# alu_arbiter

===== config.mk =====
export PLATFORM = sky130hd
export DESIGN_NAME = alu_arbiter
export DESIGN_NICKNAME = d
export VERILOG_FILES = /design/src/rtl/alu_arbiter.sv
export SDC_FILE = /design/constraint.sdc
export NUM_CORES = 1
export LEC_CHECK = 0
export ABC_AREA = 1
export CAP_MARGIN = 20
export CELL_PAD_IN_SITES_DETAIL_PLACEMENT = 0
export CELL_PAD_IN_SITES_GLOBAL_PLACEMENT = 2
export CORE_MARGIN = 1
export CORE_UTILIZATION = 20
export DETAILED_ROUTE_END_ITERATION = 8
export PLACE_DENSITY_LB_ADDON = 0.1
export SLEW_MARGIN = 5
export SYNTH_ARGS = -nofsm -noshare
export SYNTH_HDL_FRONTEND = slang
export SYNTH_SLANG_ARGS = --single-unit

===== constraint.sdc =====
create_clock -name clk -period 3.1 [get_ports clk]
set_input_delay 0.62 -clock clk [delete_from_list [all_inputs] [get_ports clk]]
set_output_delay 0.62 -clock clk [all_outputs]
set_load 0.1 [all_outputs]

===== src/rtl/alu_arbiter.sv =====
// alu_arbiter: round-robin sequencer sharing one external 8-bit ALU among N_REQ requesters.
// Optional ALU_ARB_ILLEGAL_CHECK_EN: illegal opcodes bypass the ALU and answer with rsp_err.
module alu_arbiter #(
  parameter int N_REQ = 4,
  parameter int ID_W  = 2
) (
  input  logic               clk,
  input  logic               rst,
  input  logic [N_REQ-1:0]   req_valid,
  output logic [N_REQ-1:0]   req_ready,
  input  logic [8*N_REQ-1:0] req_a,
  input  logic [8*N_REQ-1:0] req_b,
  input  logic [3*N_REQ-1:0] req_ctrl,
  output logic [7:0]         alu_a,
  output logic [7:0]         alu_b,
  output logic [2:0]         alu_ctrl,
  input  logic [7:0]         alu_y,
  input  logic               alu_zero,
  input  logic               alu_negative,
  input  logic               alu_carry,
  output logic               rsp_valid,
  input  logic               rsp_ready,
  output logic [ID_W-1:0]    rsp_id,
  output logic [7:0]         rsp_y,
  output logic [2:0]         rsp_flags,
  output logic               rsp_err,
  output logic               busy
);
  typedef enum logic [1:0] {IDLE, EXEC, RESP} state_t;
  state_t state, state_n;
  logic [ID_W-1:0] rr_ptr, grant, op_id;
  logic [7:0] op_a, op_b, y_q;
  logic [2:0] op_ctrl, flags_q;
  logic found, hs, skip, err_q;
  function automatic logic [ID_W-1:0] wrap(input int v);
    return ID_W'(v % N_REQ);
  endfunction
  // Scan from the farthest offset down so the nearest valid requester after rr_ptr wins.
  always_comb begin
    found = 1'b0;
    grant = '0;
    for (int k = N_REQ - 1; k >= 0; k--)
      if (req_valid[wrap(int'(rr_ptr) + k)]) begin
        found = 1'b1;
        grant = wrap(int'(rr_ptr) + k);
      end
  end
  assign hs = !rst && state == IDLE && found;
  assign req_ready = hs ? N_REQ'(1) << grant : '0;
`ifdef ALU_ARB_ILLEGAL_CHECK_EN
  assign skip = !(req_ctrl[grant*3 +: 3] inside {3'b000, 3'b001, 3'b010, 3'b110});
`else
  assign skip = 1'b0;
`endif
  always_comb begin
    state_n = state;
    case (state)
      IDLE:    state_n = hs ? (skip ? RESP : EXEC) : IDLE;
      EXEC:    state_n = RESP;
      RESP:    state_n = rsp_ready ? IDLE : RESP;
      default: state_n = IDLE;
    endcase
  end
  always_ff @(posedge clk)
    if (rst) state <= IDLE;
    else state <= state_n;
  always_ff @(posedge clk)
    if (rst) begin
      rr_ptr  <= '0;
      op_id   <= '0;
      op_a    <= '0;
      op_b    <= '0;
      op_ctrl <= '0;
      y_q     <= '0;
      flags_q <= '0;
      err_q   <= 1'b0;
    end else begin
      if (hs) begin
        rr_ptr <= wrap(int'(grant) + 1);
        op_id  <= grant;
        err_q  <= skip;
        if (skip) begin
          y_q     <= '0;
          flags_q <= '0;
        end else begin
          op_a    <= req_a[grant*8 +: 8];
          op_b    <= req_b[grant*8 +: 8];
          op_ctrl <= req_ctrl[grant*3 +: 3];
        end
      end
      if (state == EXEC) begin
        y_q     <= alu_y;
        flags_q <= {alu_carry, alu_negative, alu_zero};
      end
    end
  assign alu_a     = op_a;
  assign alu_b     = op_b;
  assign alu_ctrl  = op_ctrl;
  assign rsp_valid = state == RESP;
  assign rsp_id    = op_id;
  assign rsp_y     = y_q;
  assign rsp_flags = flags_q;
  assign rsp_err   = err_q;
  assign busy      = state != IDLE;
endmodule


# car_sensor_emulator

**src/rtl/car_sensor_pkg.sv**
```systemverilog
// Shared constants for the car sensor emulator: FSM encoding, sensor codes, directions.
// phase_code maps the current phase and direction to the {sensorA,sensorB} pattern.
package car_sensor_pkg;

  localparam logic [2:0] ST_IDLE = 3'd0;
  localparam logic [2:0] ST_P1   = 3'd1;
  localparam logic [2:0] ST_P2   = 3'd2;
  localparam logic [2:0] ST_P3   = 3'd3;
  localparam logic [2:0] ST_P4   = 3'd4;

  localparam logic [1:0] CODE_NONE = 2'b00;
  localparam logic [1:0] CODE_A    = 2'b10;
  localparam logic [1:0] CODE_AB   = 2'b11;
  localparam logic [1:0] CODE_B    = 2'b01;

  localparam logic DIR_EXIT  = 1'b0;
  localparam logic DIR_ENTER = 1'b1;

  function automatic logic [1:0] phase_code(input logic [2:0] st, input logic dir);
    logic [1:0] code;
    code = CODE_NONE;
    case (st)
      ST_P1:   code = (dir == DIR_ENTER) ? CODE_A : CODE_B;
      ST_P2:   code = CODE_AB;
      ST_P3:   code = (dir == DIR_ENTER) ? CODE_B : CODE_A;
      default: code = CODE_NONE;
    endcase
    return code;
  endfunction

endpackage

```
**src/rtl/phase_timer.sv**
```systemverilog
// Loadable down-counter that times how long each sensor phase is held.
// Counts down to zero and then rests there; expire flags the final cycle of a phase.
module phase_timer #(
  parameter int unsigned WIDTH = 8
) (
  input  logic             clk,
  input  logic             res,
  input  logic             load,
  input  logic [WIDTH-1:0] load_val,
  output logic [WIDTH-1:0] value,
  output logic             expire
);

  logic [WIDTH-1:0] value_q;

  always_ff @(posedge clk) begin
    if (res) begin
      value_q <= '0;
    end else if (load) begin
      value_q <= load_val;
    end else if (value_q != '0) begin
      value_q <= value_q - WIDTH'(1);
    end
  end

  assign value  = value_q;
  assign expire = (value_q == '0);

endmodule

```
**src/rtl/car_sensor_emulator.sv**
```systemverilog
// Plays enter/exit commands as four-phase gate-sensor waveforms and tracks the
// lot occupancy a correct car-counting detector should report.
module car_sensor_emulator
  import car_sensor_pkg::*;
#(
  parameter int unsigned DWELL_W = 8,
  parameter int unsigned COUNT_W = 14
) (
  input  logic               clk,
  input  logic               res,
  input  logic               cmd_valid,
  output logic               cmd_ready,
  input  logic               cmd_dir,
  input  logic [DWELL_W-1:0] cmd_dwell,
  output logic               sensorA,
  output logic               sensorB,
  output logic               busy,
  output logic               done,
  output logic [COUNT_W-1:0] exp_count
);

  logic [2:0]         state_q, state_d;
  logic               dir_q;
  logic [DWELL_W-1:0] dwell_q;
  logic [COUNT_W-1:0] count_q;

  logic               accept;
  logic [DWELL_W-1:0] dwell_eff;
  logic               timer_load;
  logic [DWELL_W-1:0] timer_load_val;
  logic [DWELL_W-1:0] timer_value;
  logic               timer_expire;

  assign cmd_ready = (state_q == ST_IDLE) && !res;
  assign accept    = cmd_valid && cmd_ready;
  assign dwell_eff = (cmd_dwell == '0) ? DWELL_W'(1) : cmd_dwell;
  assign busy      = (state_q != ST_IDLE);

  // Reload on accept and on every phase change so each phase lasts exactly dwell cycles.
  assign timer_load     = accept || (busy && timer_expire);
  assign timer_load_val = accept ? (dwell_eff - DWELL_W'(1)) : (dwell_q - DWELL_W'(1));

  phase_timer #(
    .WIDTH(DWELL_W)
  ) u_phase_timer (
    .clk     (clk),
    .res     (res),
    .load    (timer_load),
    .load_val(timer_load_val),
    .value   (timer_value),
    .expire  (timer_expire)
  );

  always_comb begin
    state_d = state_q;
    case (state_q)
      ST_IDLE: if (accept)       state_d = ST_P1;
      ST_P1:   if (timer_expire) state_d = ST_P2;
      ST_P2:   if (timer_expire) state_d = ST_P3;
      ST_P3:   if (timer_expire) state_d = ST_P4;
      ST_P4:   if (timer_expire) state_d = ST_IDLE;
      default:                   state_d = ST_IDLE;
    endcase
  end

  always_ff @(posedge clk) begin
    if (res) begin
      state_q <= ST_IDLE;
      dir_q   <= DIR_EXIT;
      dwell_q <= DWELL_W'(1);
      count_q <= '0;
    end else begin
      state_q <= state_d;
      if (accept) begin
        dir_q   <= cmd_dir;
        dwell_q <= dwell_eff;
      end
      // Count moves on the edge the sensors clear, when the detector counts too.
      if (state_q == ST_P3 && timer_expire) begin
        count_q <= (dir_q == DIR_ENTER) ? count_q + COUNT_W'(1) : count_q - COUNT_W'(1);
      end
    end
  end

  assign {sensorA, sensorB} = phase_code(state_q, dir_q);
  assign done               = (state_q == ST_P4) && (timer_value == '0);
  assign exp_count          = count_q;

endmodule

```
**config.mk**
```make
export PLATFORM = sky130hd
export DESIGN_NAME = car_sensor_emulator
export DESIGN_NICKNAME = d
export VERILOG_FILES = /design/src/rtl/car_sensor_pkg.sv /design/src/rtl/phase_timer.sv /design/src/rtl/car_sensor_emulator.sv
export SDC_FILE = /design/constraint.sdc
export NUM_CORES = 1
export LEC_CHECK = 0
export ABC_AREA = 1
export CORE_ASPECT_RATIO = 0.9
export CORE_MARGIN = 2
export CORE_UTILIZATION = 45
export DETAILED_ROUTE_END_ITERATION = 10
export DONT_BUFFER_PORTS = 1
export GPL_ROUTABILITY_DRIVEN = 0
export SLEW_MARGIN = 20
export SYNTH_ARGS = -nofsm -noshare
export SYNTH_HDL_FRONTEND = slang
export SYNTH_SLANG_ARGS = --single-unit
```
**constraint.sdc**
```tcl
create_clock -name clk -period 2.1 [get_ports clk]
set_input_delay 0.42 -clock clk [delete_from_list [all_inputs] [get_ports clk]]
set_output_delay 0.42 -clock clk [all_outputs]
set_load 0.02 [all_outputs]
```
car_sensor_emulator/placement_by_type.png
Fill, decap, tap and diode cells in grey.
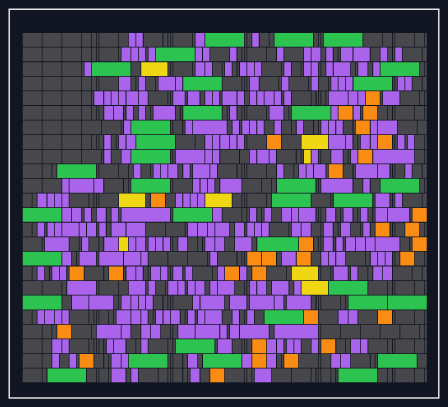
[clock drivers and dummy loads] yellow | cells: 8 | share of their area: 3.4%
[sequential cells] green | cells: 34 | share of their area: 25%
[combinational and other logic] purple | cells: 311 | share of their area: 63%
[remaining buffers and delay cells] orange | cells: 31 | share of their area: 8.7%
Core ar.: 0.00492 sq mm
sequential share of cell area: 24.7%

==> out/results.ini, car_sensor_emulator <==
[yosys]
synth_area_sq_mm=0.00233
common_cells=80 x nand2_1, 49 x nor2_1, 45 x inv_1, 34 x dfxtp_1, 25 x a21oi_1
synth_seq_share_pct=29.3
syn_nets=379
synth_top_cell_by_area=dfxtp_1

[status]
outcome=complete, no violations

[setup_path]
endpoint=sensorA
cp_data_arrival_time_ns=1.55

[final_timing]
tightest_slew_ns=0.392
drv_slew=0
hold_slack_ns=0.189
grt_setup_unrepaired=true
hold_viol_final=0

[cells_and_area]
final-nonclk-buf-share_pct=8.42
largest_reg_flops=14
num-fill-cells=490
multi_input_comb_cells=265
nets=409
inv_count=46
stdcell_count=449

[detailed_routing]
dr.first_iter.drc_count=107
vias_per_cell=4.91
via_count=2206
met3_length_um=321

[die]
chip_area_sq_mm=0.00576
io_pins=31

[global_route]
use_met3_pct=5.22
grt_max_degree=21

[clock_tree]
htreeDepth=2

[power]
maxPowerGroup=combinational cells

car_sensor_emulator: timing repair:
item | 4_1_cts | 5_1_grt
setup endpoints to repair | 0 | 14
resized | 0 | 21
setup buffers | 0 | 5
endpoints found under the hold margin | 0 | 0
hold buffers | 0 | 0
car_sensor_emulator: per-stage QoR:
| stage | instance area, sq um | setup WS, ns |
|---|---|---|
| after global routing | 2760 | -0.0397 |
| final | 2760 | 0.126 |
| after floorplan | 2330 | 0.133 |
| after CTS | 2650 | 0.0356 |
| after detailed placement | 2550 | 0.0537 |
| after global placement | 2550 | 0.126 |
alu_arbiter/io_fan.png
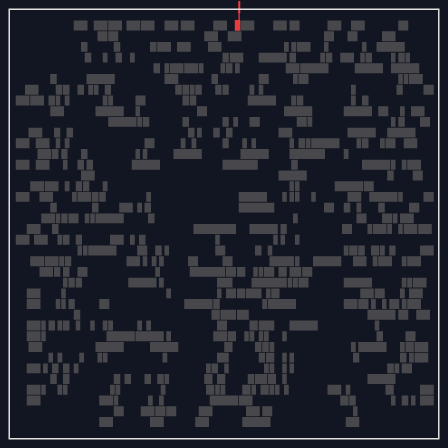
[rsp_err] red | bits: 1 | direction: output | edge: top | end cells: 1 | buffers: 0 | wire: 3.60 um

==> out/results.ini, alu_arbiter <==
[status]
outcome=complete, no violations

[yosys]
netlist_instances=359
mux_share_pct=0

[cells_and_area]
layout_top_cell=nand2_1
antenna_cells=0
logic_area_sq_mm=0.00124
clockBufferCount=5

[min_path]
hold_depth=2

[clock_tree]
htreeDepth=2

[flow_run]
cap_violations=0

[final_timing]
grt_setup_unrepaired=false
relSlewSlack_pct=48.0

[die]
die_h_um=109
fp.coreArea_sq_mm=0.0110

[power]
clkPwrFrac_pct=12.8
p_leak_nw=1.80
p_comb_share_pct=71.0

[detailed_routing]
drc=0

[setup_path]
setup.worst_path.class=in2out

-- alu_arbiter: through the flow --
step | total power [W] | cells
finish | 0.00448 | 625
global route | 0.00483 | 625
CTS | 0.00456 | 625
detailed placement | 0.00397 | 617
global placement | 0.00399 | 617
floorplan | 0.00327 | 359
-- alu_arbiter: per-layer routing --
| layer | vias to the layer above | GRT usage, % | part of all wire, % |
|---|---|---|---|
| met1 | 1106 | 15.6 | 44 |
| met2 | 88 | 23.9 | 47 |
| li1 | 1385 | - | - |
| met4 | 0 | 3.19 | 0.82 |
| met5 | - | 0 | 0 |
| met3 | 5 | 3.95 | 7.8 |

# gshare_pht

gshare_pht/layer_met2.png
Cells faint in the background.
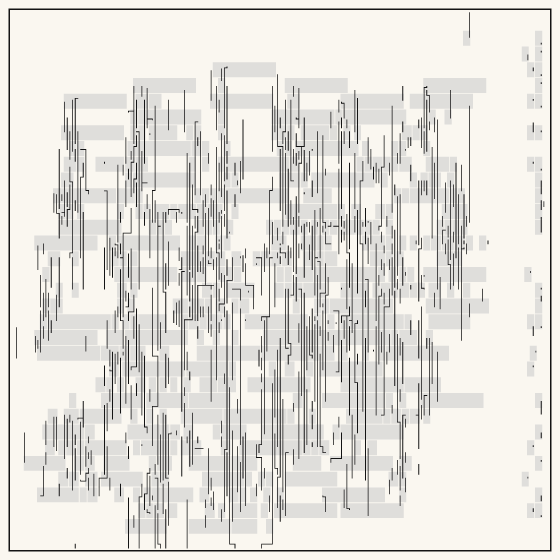

$ cat config.mk
export PLATFORM = sky130hd
export DESIGN_NAME = gshare_pht
export DESIGN_NICKNAME = d
export VERILOG_FILES = /design/src/rtl/gshare_pht.sv
export SDC_FILE = /design/constraint.sdc
export NUM_CORES = 1
export LEC_CHECK = 0
export ABC_AREA = 1
export CAP_MARGIN = 40
export CORE_UTILIZATION = 45
export CTS_CLUSTER_DIAMETER = 40
export DETAILED_ROUTE_END_ITERATION = 10
export DONT_BUFFER_PORTS = 1
export HOLD_SLACK_MARGIN = 0.15
export PLACE_DENSITY = 0.71
export SLEW_MARGIN = 5
export SYNTH_ARGS = -nofsm -noshare
export SYNTH_HDL_FRONTEND = slang
export SYNTH_SLANG_ARGS = --single-unit
$ cat constraint.sdc
create_clock -name clk -period 4.2 [get_ports clk]
set_input_delay 1.26 -clock clk [delete_from_list [all_inputs] [get_ports clk]]
set_output_delay 1.26 -clock clk [all_outputs]
set_load 0.03 [all_outputs]
$ cat src/rtl/gshare_pht.sv
// Gshare branch direction predictor: PC^GHR-indexed saturating counters with an in-order queue of in-flight predictions.
// Optional resolve/mispredict statistics are enabled by defining PHT_STATS_EN.
module gshare_pht #(
  parameter int IDX_W  = 4,
  parameter int CNT_W  = 2,
  parameter int HIST_W = 4,
  parameter int QDEPTH = 4
) (
  input  logic        clk,
  input  logic        reset,
  input  logic        lookup_valid,
  input  logic [31:0] lookup_pc,
  output logic        lookup_ready,
  output logic        pred_valid,
  output logic        pred_taken,
  input  logic        resolve_valid,
  input  logic        resolve_taken,
  output logic        mispredict,
  output logic        resolve_err,
  output logic [15:0] stat_branches,
  output logic [15:0] stat_mispred
);

  localparam int PTR_W   = (QDEPTH > 1) ? $clog2(QDEPTH) : 1;
  localparam int ENTRIES = 2 ** IDX_W;
  localparam logic [CNT_W-1:0] CNT_MAX = '1;
  localparam logic [PTR_W:0]   CNT_FULL = (PTR_W + 1)'(QDEPTH);

  logic [CNT_W-1:0]  pht_q   [ENTRIES];
  logic [IDX_W-1:0]  qidx_q  [QDEPTH];
  logic              qpred_q [QDEPTH];
  logic [HIST_W-1:0] ghr_q, ghr_d;
  logic [PTR_W-1:0]  rd_ptr_q, wr_ptr_q;
  logic [PTR_W:0]    count_q, count_d;
  logic              pred_valid_q, pred_taken_q, mispredict_q, resolve_err_q;

  logic              push, pop, q_empty;
  logic [IDX_W-1:0]  lookup_idx, head_idx;
  logic              head_pred, lookup_pred;
  logic [CNT_W-1:0]  head_cnt, head_cnt_d;
  logic              unused_pc_bits;

  assign unused_pc_bits = ^{lookup_pc[31:IDX_W+2], lookup_pc[1:0]};

  assign q_empty      = (count_q == '0);
  assign lookup_ready = (count_q != CNT_FULL);
  assign push         = lookup_valid & lookup_ready;
  assign pop          = resolve_valid & ~q_empty;

  assign lookup_idx  = lookup_pc[IDX_W+1:2] ^ IDX_W'(ghr_q);
  assign lookup_pred = pht_q[lookup_idx][CNT_W-1];
  assign head_idx    = qidx_q[rd_ptr_q];
  assign head_pred   = qpred_q[rd_ptr_q];
  assign head_cnt    = pht_q[head_idx];

  always_comb begin
    head_cnt_d = head_cnt;
    if (resolve_taken && head_cnt != CNT_MAX) begin
      head_cnt_d = head_cnt + 1'b1;
    end else if (!resolve_taken && head_cnt != '0) begin
      head_cnt_d = head_cnt - 1'b1;
    end
  end

  // A one-bit history has no older bits to keep.
  generate
    if (HIST_W == 1) begin : g_ghr1
      assign ghr_d = resolve_taken;
    end else begin : g_ghrn
      assign ghr_d = {ghr_q[HIST_W-2:0], resolve_taken};
    end
  endgenerate

  always_comb begin
    count_d = count_q;
    case ({push, pop})
      2'b10:   count_d = count_q + 1'b1;
      2'b01:   count_d = count_q - 1'b1;
      default: count_d = count_q;
    endcase
  end

  // Lookup reads the pre-update counter even when it aliases the head entry.
  always_ff @(posedge clk) begin
    if (reset) begin
      for (int i = 0; i < ENTRIES; i++) begin
        pht_q[i] <= '0;
      end
    end else if (pop) begin
      pht_q[head_idx] <= head_cnt_d;
    end
  end

  always_ff @(posedge clk) begin
    if (push) begin
      qidx_q[wr_ptr_q]  <= lookup_idx;
      qpred_q[wr_ptr_q] <= lookup_pred;
    end
  end

  always_ff @(posedge clk) begin
    if (reset) begin
      ghr_q         <= '0;
      rd_ptr_q      <= '0;
      wr_ptr_q      <= '0;
      count_q       <= '0;
      pred_valid_q  <= 1'b0;
      pred_taken_q  <= 1'b0;
      mispredict_q  <= 1'b0;
      resolve_err_q <= 1'b0;
    end else begin
      count_q      <= count_d;
      pred_valid_q <= push;
      mispredict_q <= pop & (head_pred != resolve_taken);
      if (push) begin
        wr_ptr_q     <= wr_ptr_q + 1'b1;
        pred_taken_q <= lookup_pred;
      end
      if (pop) begin
        rd_ptr_q <= rd_ptr_q + 1'b1;
        ghr_q    <= ghr_d;
      end
      if (resolve_valid && q_empty) begin
        resolve_err_q <= 1'b1;
      end
    end
  end

  assign pred_valid  = pred_valid_q;
  assign pred_taken  = pred_taken_q;
  assign mispredict  = mispredict_q;
  assign resolve_err = resolve_err_q;

`ifdef PHT_STATS_EN
  logic [15:0] stat_branches_q, stat_mispred_q;

  always_ff @(posedge clk) begin
    if (reset) begin
      stat_branches_q <= '0;
      stat_mispred_q  <= '0;
    end else if (pop) begin
      if (stat_branches_q != 16'hFFFF) begin
        stat_branches_q <= stat_branches_q + 16'd1;
      end
      if ((head_pred != resolve_taken) && (stat_mispred_q != 16'hFFFF)) begin
        stat_mispred_q <= stat_mispred_q + 16'd1;
      end
    end
  end

  assign stat_branches = stat_branches_q;
  assign stat_mispred  = stat_mispred_q;
`else
  assign stat_branches = 16'd0;
  assign stat_mispred  = 16'd0;
`endif

endmodule

# data_mem_unit

[src/rtl/data_mem_unit.sv]
// ---------------------------------------------------------------------------
// data_mem_unit
//   Word-addressed data memory with a registered read port and a fixed
//   multi-cycle read latency. Sits after the single-cycle datapath: takes the
//   ALU result as a byte address plus store data, and returns registered load
//   data to the write-back mux. Stall holds the core's PC/Instr while a read
//   is in flight. Writes complete in one cycle without stalling.
//
// Parameters
//   DEPTH     number of 32-bit words (power of two, >= 4)
//   READ_LAT  stall cycles per read (1..15)
//
// Ports
//   clk        in   1   rising-edge clock
//   reset      in   1   synchronous, active-high reset
//   MemRead    in   1   read request (held by the core while Stall=1)
//   MemWrite   in   1   write request (wins over MemRead when both are set)
//   Addr       in   32  byte address
//   WriteData  in   32  store data
//   ByteEn     in   4   per-lane write enable (only with DMEM_BYTE_EN)
//   ReadData   out  32  registered load data, held until the next read
//   Stall      out  1   core must hold PC/Instr this cycle
//   AddrError  out  1   sticky misaligned / out-of-range access flag
//
// Build option
//   DMEM_BYTE_EN  when defined, adds ByteEn and writes only enabled byte
//                 lanes (lane0 = bits 7:0); otherwise writes whole words.
// ---------------------------------------------------------------------------
module data_mem_unit #(
  parameter int unsigned DEPTH    = 64,
  parameter int unsigned READ_LAT = 2
) (
  input  logic        clk,
  input  logic        reset,
  input  logic        MemRead,
  input  logic        MemWrite,
  input  logic [31:0] Addr,
  input  logic [31:0] WriteData,
`ifdef DMEM_BYTE_EN
  input  logic [3:0]  ByteEn,
`endif
  output logic [31:0] ReadData,
  output logic        Stall,
  output logic        AddrError
);

  localparam int unsigned IDX_W      = $clog2(DEPTH);
  localparam logic [31:0] ADDR_LIMIT = 32'(DEPTH * 4);
  localparam int unsigned CNT_INIT_I = (READ_LAT > 1) ? READ_LAT - 2 : 0;
  localparam logic [3:0]  CNT_INIT   = 4'(CNT_INIT_I);

  typedef enum logic [1:0] {
    ST_IDLE = 2'd0,
    ST_WAIT = 2'd1,
    ST_DONE = 2'd2
  } state_t;

  state_t           state_q, state_d;
  logic [3:0]       cnt_q, cnt_d;
  logic [IDX_W-1:0] idx_q, idx_d;
  logic [31:0]      read_data_q, read_data_d;
  logic             addr_error_q, addr_error_d;

  // Storage is deliberately not reset.
  logic [31:0]      mem [DEPTH];

  logic             addr_ok;
  logic [IDX_W-1:0] addr_idx;
  logic             wr_en;
  logic [31:0]      wr_word;

  assign addr_ok  = (Addr[1:0] == 2'b00) && (Addr < ADDR_LIMIT);
  assign addr_idx = Addr[IDX_W+1:2];

  // Merged write word: with byte enables the untouched lanes keep the
  // current contents, so a single full-word write port suffices.
  always_comb begin
`ifdef DMEM_BYTE_EN
    wr_word = mem[addr_idx];
    for (int unsigned lane = 0; lane < 4; lane++) begin
      if (ByteEn[lane]) begin
        wr_word[lane*8 +: 8] = WriteData[lane*8 +: 8];
      end
    end
`else
    wr_word = WriteData;
`endif
  end

  // Next-state / output logic.
  always_comb begin
    state_d      = state_q;
    cnt_d        = cnt_q;
    idx_d        = idx_q;
    read_data_d  = read_data_q;
    addr_error_d = addr_error_q;
    wr_en        = 1'b0;
    Stall        = 1'b0;

    unique case (state_q)
      ST_IDLE: begin
        if (MemRead || MemWrite) begin
          if (!addr_ok) begin
            addr_error_d = 1'b1;
          end else if (MemWrite) begin
            wr_en = 1'b1;
          end else begin
            Stall = 1'b1;
            idx_d = addr_idx;
            if (READ_LAT == 1) begin
              // Single-cycle latency: the latched index is only being
              // captured at this edge, so load from the live address.
              state_d     = ST_DONE;
              read_data_d = mem[addr_idx];
            end else begin
              state_d = ST_WAIT;
              cnt_d   = CNT_INIT;
            end
          end
        end
      end

      ST_WAIT: begin
        Stall = 1'b1;
        if (cnt_q == 4'd0) begin
          state_d     = ST_DONE;
          read_data_d = mem[idx_q];
        end else begin
          cnt_d = cnt_q - 4'd1;
        end
      end

      ST_DONE: begin
        // A MemRead still asserted here belongs to the finished read.
        state_d = ST_IDLE;
      end

      default: begin
        state_d = ST_IDLE;
      end
    endcase

    if (reset) begin
      Stall = 1'b0;
      wr_en = 1'b0;
    end
  end

  always_ff @(posedge clk) begin
    if (reset) begin
      state_q      <= ST_IDLE;
      cnt_q        <= '0;
      idx_q        <= '0;
      read_data_q  <= '0;
      addr_error_q <= 1'b0;
    end else begin
      state_q      <= state_d;
      cnt_q        <= cnt_d;
      idx_q        <= idx_d;
      read_data_q  <= read_data_d;
      addr_error_q <= addr_error_d;
    end
  end

  always_ff @(posedge clk) begin
    if (wr_en) begin
      mem[addr_idx] <= wr_word;
    end
  end

  assign ReadData  = read_data_q;
  assign AddrError = addr_error_q;

endmodule

[config.mk]
export PLATFORM = sky130hd
export DESIGN_NAME = data_mem_unit
export DESIGN_NICKNAME = d
export VERILOG_FILES = /design/src/rtl/data_mem_unit.sv
export SDC_FILE = /design/constraint.sdc
export NUM_CORES = 2
export LEC_CHECK = 0
export CAP_MARGIN = 20
export CORE_MARGIN = 2
export CORE_UTILIZATION = 42
export CTS_CLUSTER_SIZE = 20
export DETAILED_ROUTE_END_ITERATION = 8
export SYNTH_ARGS = -nofsm -noshare
export SYNTH_HDL_FRONTEND = slang
export SYNTH_SLANG_ARGS = --single-unit
[constraint.sdc]
create_clock -name clk -period 4.2 [get_ports clk]
set_input_delay 0.42 -clock clk [delete_from_list [all_inputs] [get_ports clk]]
set_output_delay 0.42 -clock clk [all_outputs]
set_load 0.02 [all_outputs]
data_mem_unit/layer_met2.png
Cells faint in the background.
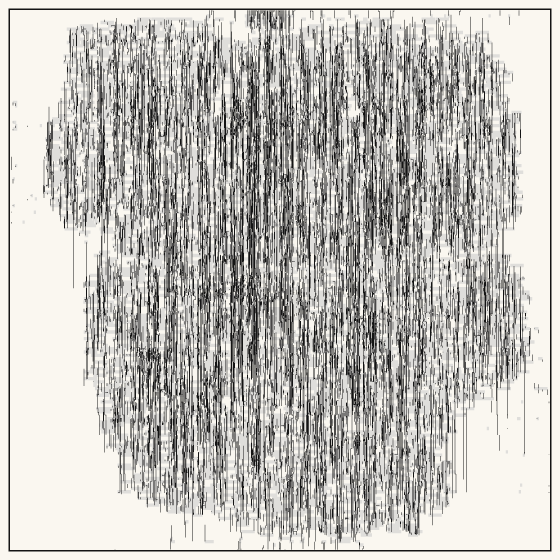
nets with wire on the layer: 3713
wire length on this layer: 105 mm

==> out/results.ini, data_mem_unit <==
[yosys]
ys_seq_elements=2093
synth-edff-count=2048
synthArstFlopShare_pct=0
top_cells_by_area=edfxtp_1 77%, mux4_2 10%, mux2i_1 4.7%

[die]
die_h_um=441
io_pins=102
num_rows=160

[power]
p_leak_nw=27.9
internal-power_w=0.0335
p_comb_share_pct=1.2
power_w=0.0418

[status]
outcome=complete, no violations

[detailed_routing]
drc=0

[final_timing]
drv_slew=0
tns_ns=0

[cells_and_area]
layout_top_cell=edfxtp_1
sh_comb_area_pct=18.4
regMostFlops=mem
flops=2093

data_mem_unit: cells by family after synthesis:
kind of cell             synth area share (%)
XOR/XNOR                               0.0327
flip-flops                               77.7
AND/OR/NAND/NOR                          1.67
adder cells (fa/ha/maj)                0.0311
AND-OR/OR-AND                            4.04
buffers and inverters                    1.65
multiplexers                             14.9
data_mem_unit: final timing paths:
path,to,cells after the start
hold reg to reg,AddrError,2
setup / recovery,ReadData[31],7
setup reg to reg,ReadData[31],7
hold / removal,mem[53][3],1
gshare_pht/layer_met3.png
The bar under the picture is 20 um long.
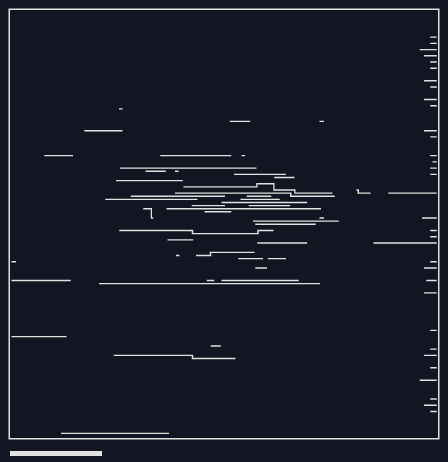
wire length on this layer: 627 um
main direction: horizontal
share of all routed wire: 8.6%
longest straight run: 47.8 um
nets with wire on the layer: 66

## Picture notes: gshare_pht/layer_met2.png
longest straight run: 29.2 um
main direction: vertical
share of all routed wire: 47%
wire length on this layer: 3460 um

==> out/results.ini, gshare_pht <==
[cells_and_area]
antenna_cells=0
area_delta_synth_final_pct=3.44
signal_buffers=2
largestClassByArea=flip-flops and latches

[detailed_routing]
drtAntennaViolNets=0
dr.first_iter.drc_count=208

[power]
p_leak_nw=1.67
internal-power_w=0.00142
power.net_switching_w=0.00115

[setup_path]
crit_chain=inv_2, nand2_1, nand3_1, nand2_1, inv_1, nand2_1, nand2_1, nand2_1, nand2_1, nor2_1, inv_1, ha_1, inv_1, a21oi_1, nand2_1, nand2_2, nor2_1
critPathRequiredTime_ns=4.28
endpoint=pht_q[1][1]
worstPathMaxFanout=16

[placed_design]
pre_cts_ws_ns=0.881

[yosys]
synth_area_sq_mm=0.00375

[global_route]
grt_use_met1_pct=22.9

[clock_tree]
numCtsBuffers=9

[min_path]
hold_class=reg2reg

[status]
outcome=complete, no violations

[final_timing]
grt_setup_unrepaired=false
setup_viol=0

## gshare_pht: tightest hold or removal path, delay by kind of cell, from the launching register on
kind / cells / cell delay [ns]
compound gates: 1 / 0.07
flops: 1 / 0.30
buf+inv: 1 / 0.06
## gshare_pht: state kept, by name, summed over array words and instances, names as in the netlist, named ones only
register / cells
qidx_q: 16
resolve_err: 1
qpred_q: 4
pred_taken: 1
ghr_q: 4
rd_ptr_q: 2
pht_q: 32
mispredict: 1
wr_ptr_q: 2
count_q: 3
pred_valid: 1

==> screenshots <==
Cell placement.
Plate I
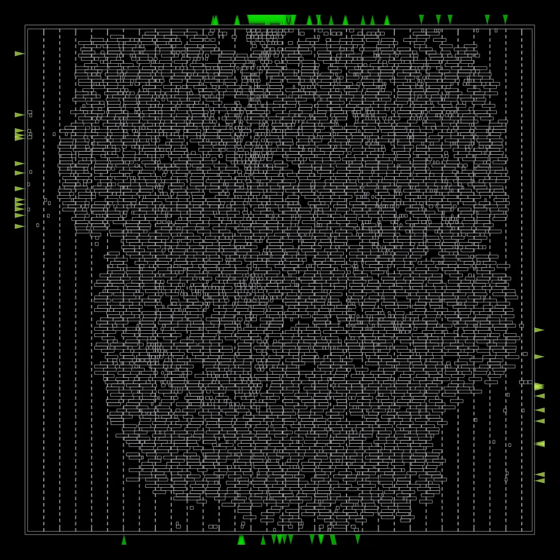
Plate II
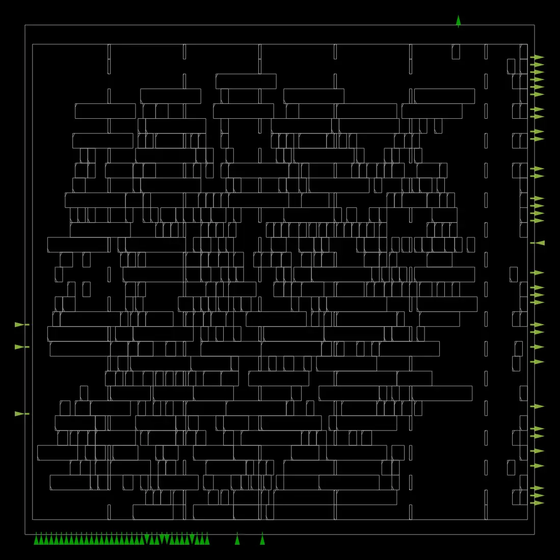
Plate I -> data_mem_unit
Plate II -> gshare_pht
- most cells: Plate I
- most sequential cells: Plate I



==> notes/layouts.md <==
Pictures saved along the way, in no particular order.

Port wiring.
panel A
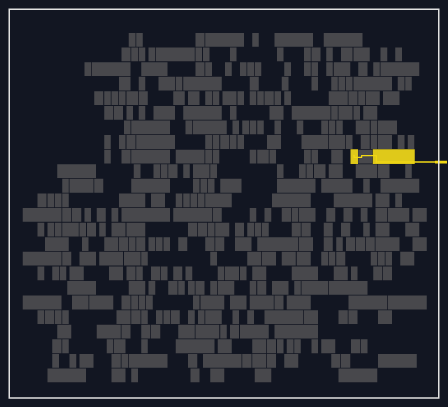
panel B
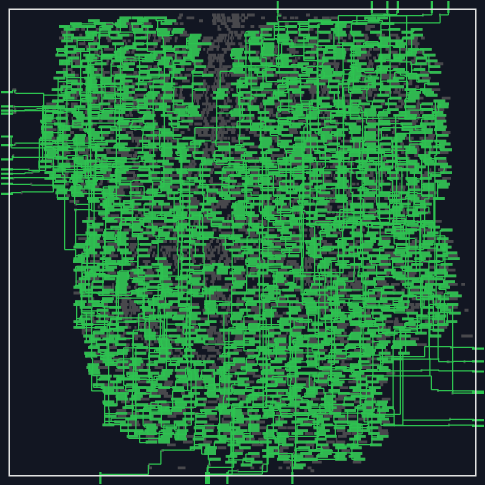
panel C
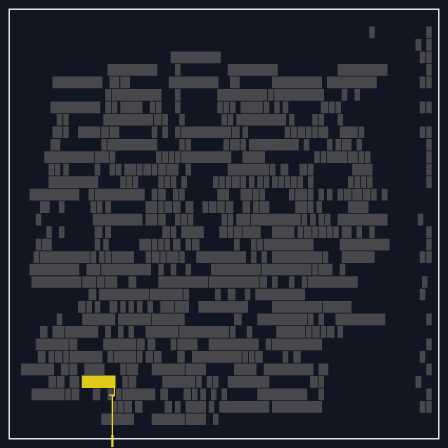
- fewest cells: panel A
- most cells: panel B
panel B: data_mem_unit
panel C: gshare_pht
panel A: car_sensor_emulator

Key to panel C:
[resolve_err] yellow | bits: 1 | direction: output | edge: bottom | end cells: 1 | buffers: 0 | wire: 12.6 um

No activity file was given, so power comes from the tool's default toggle rates.
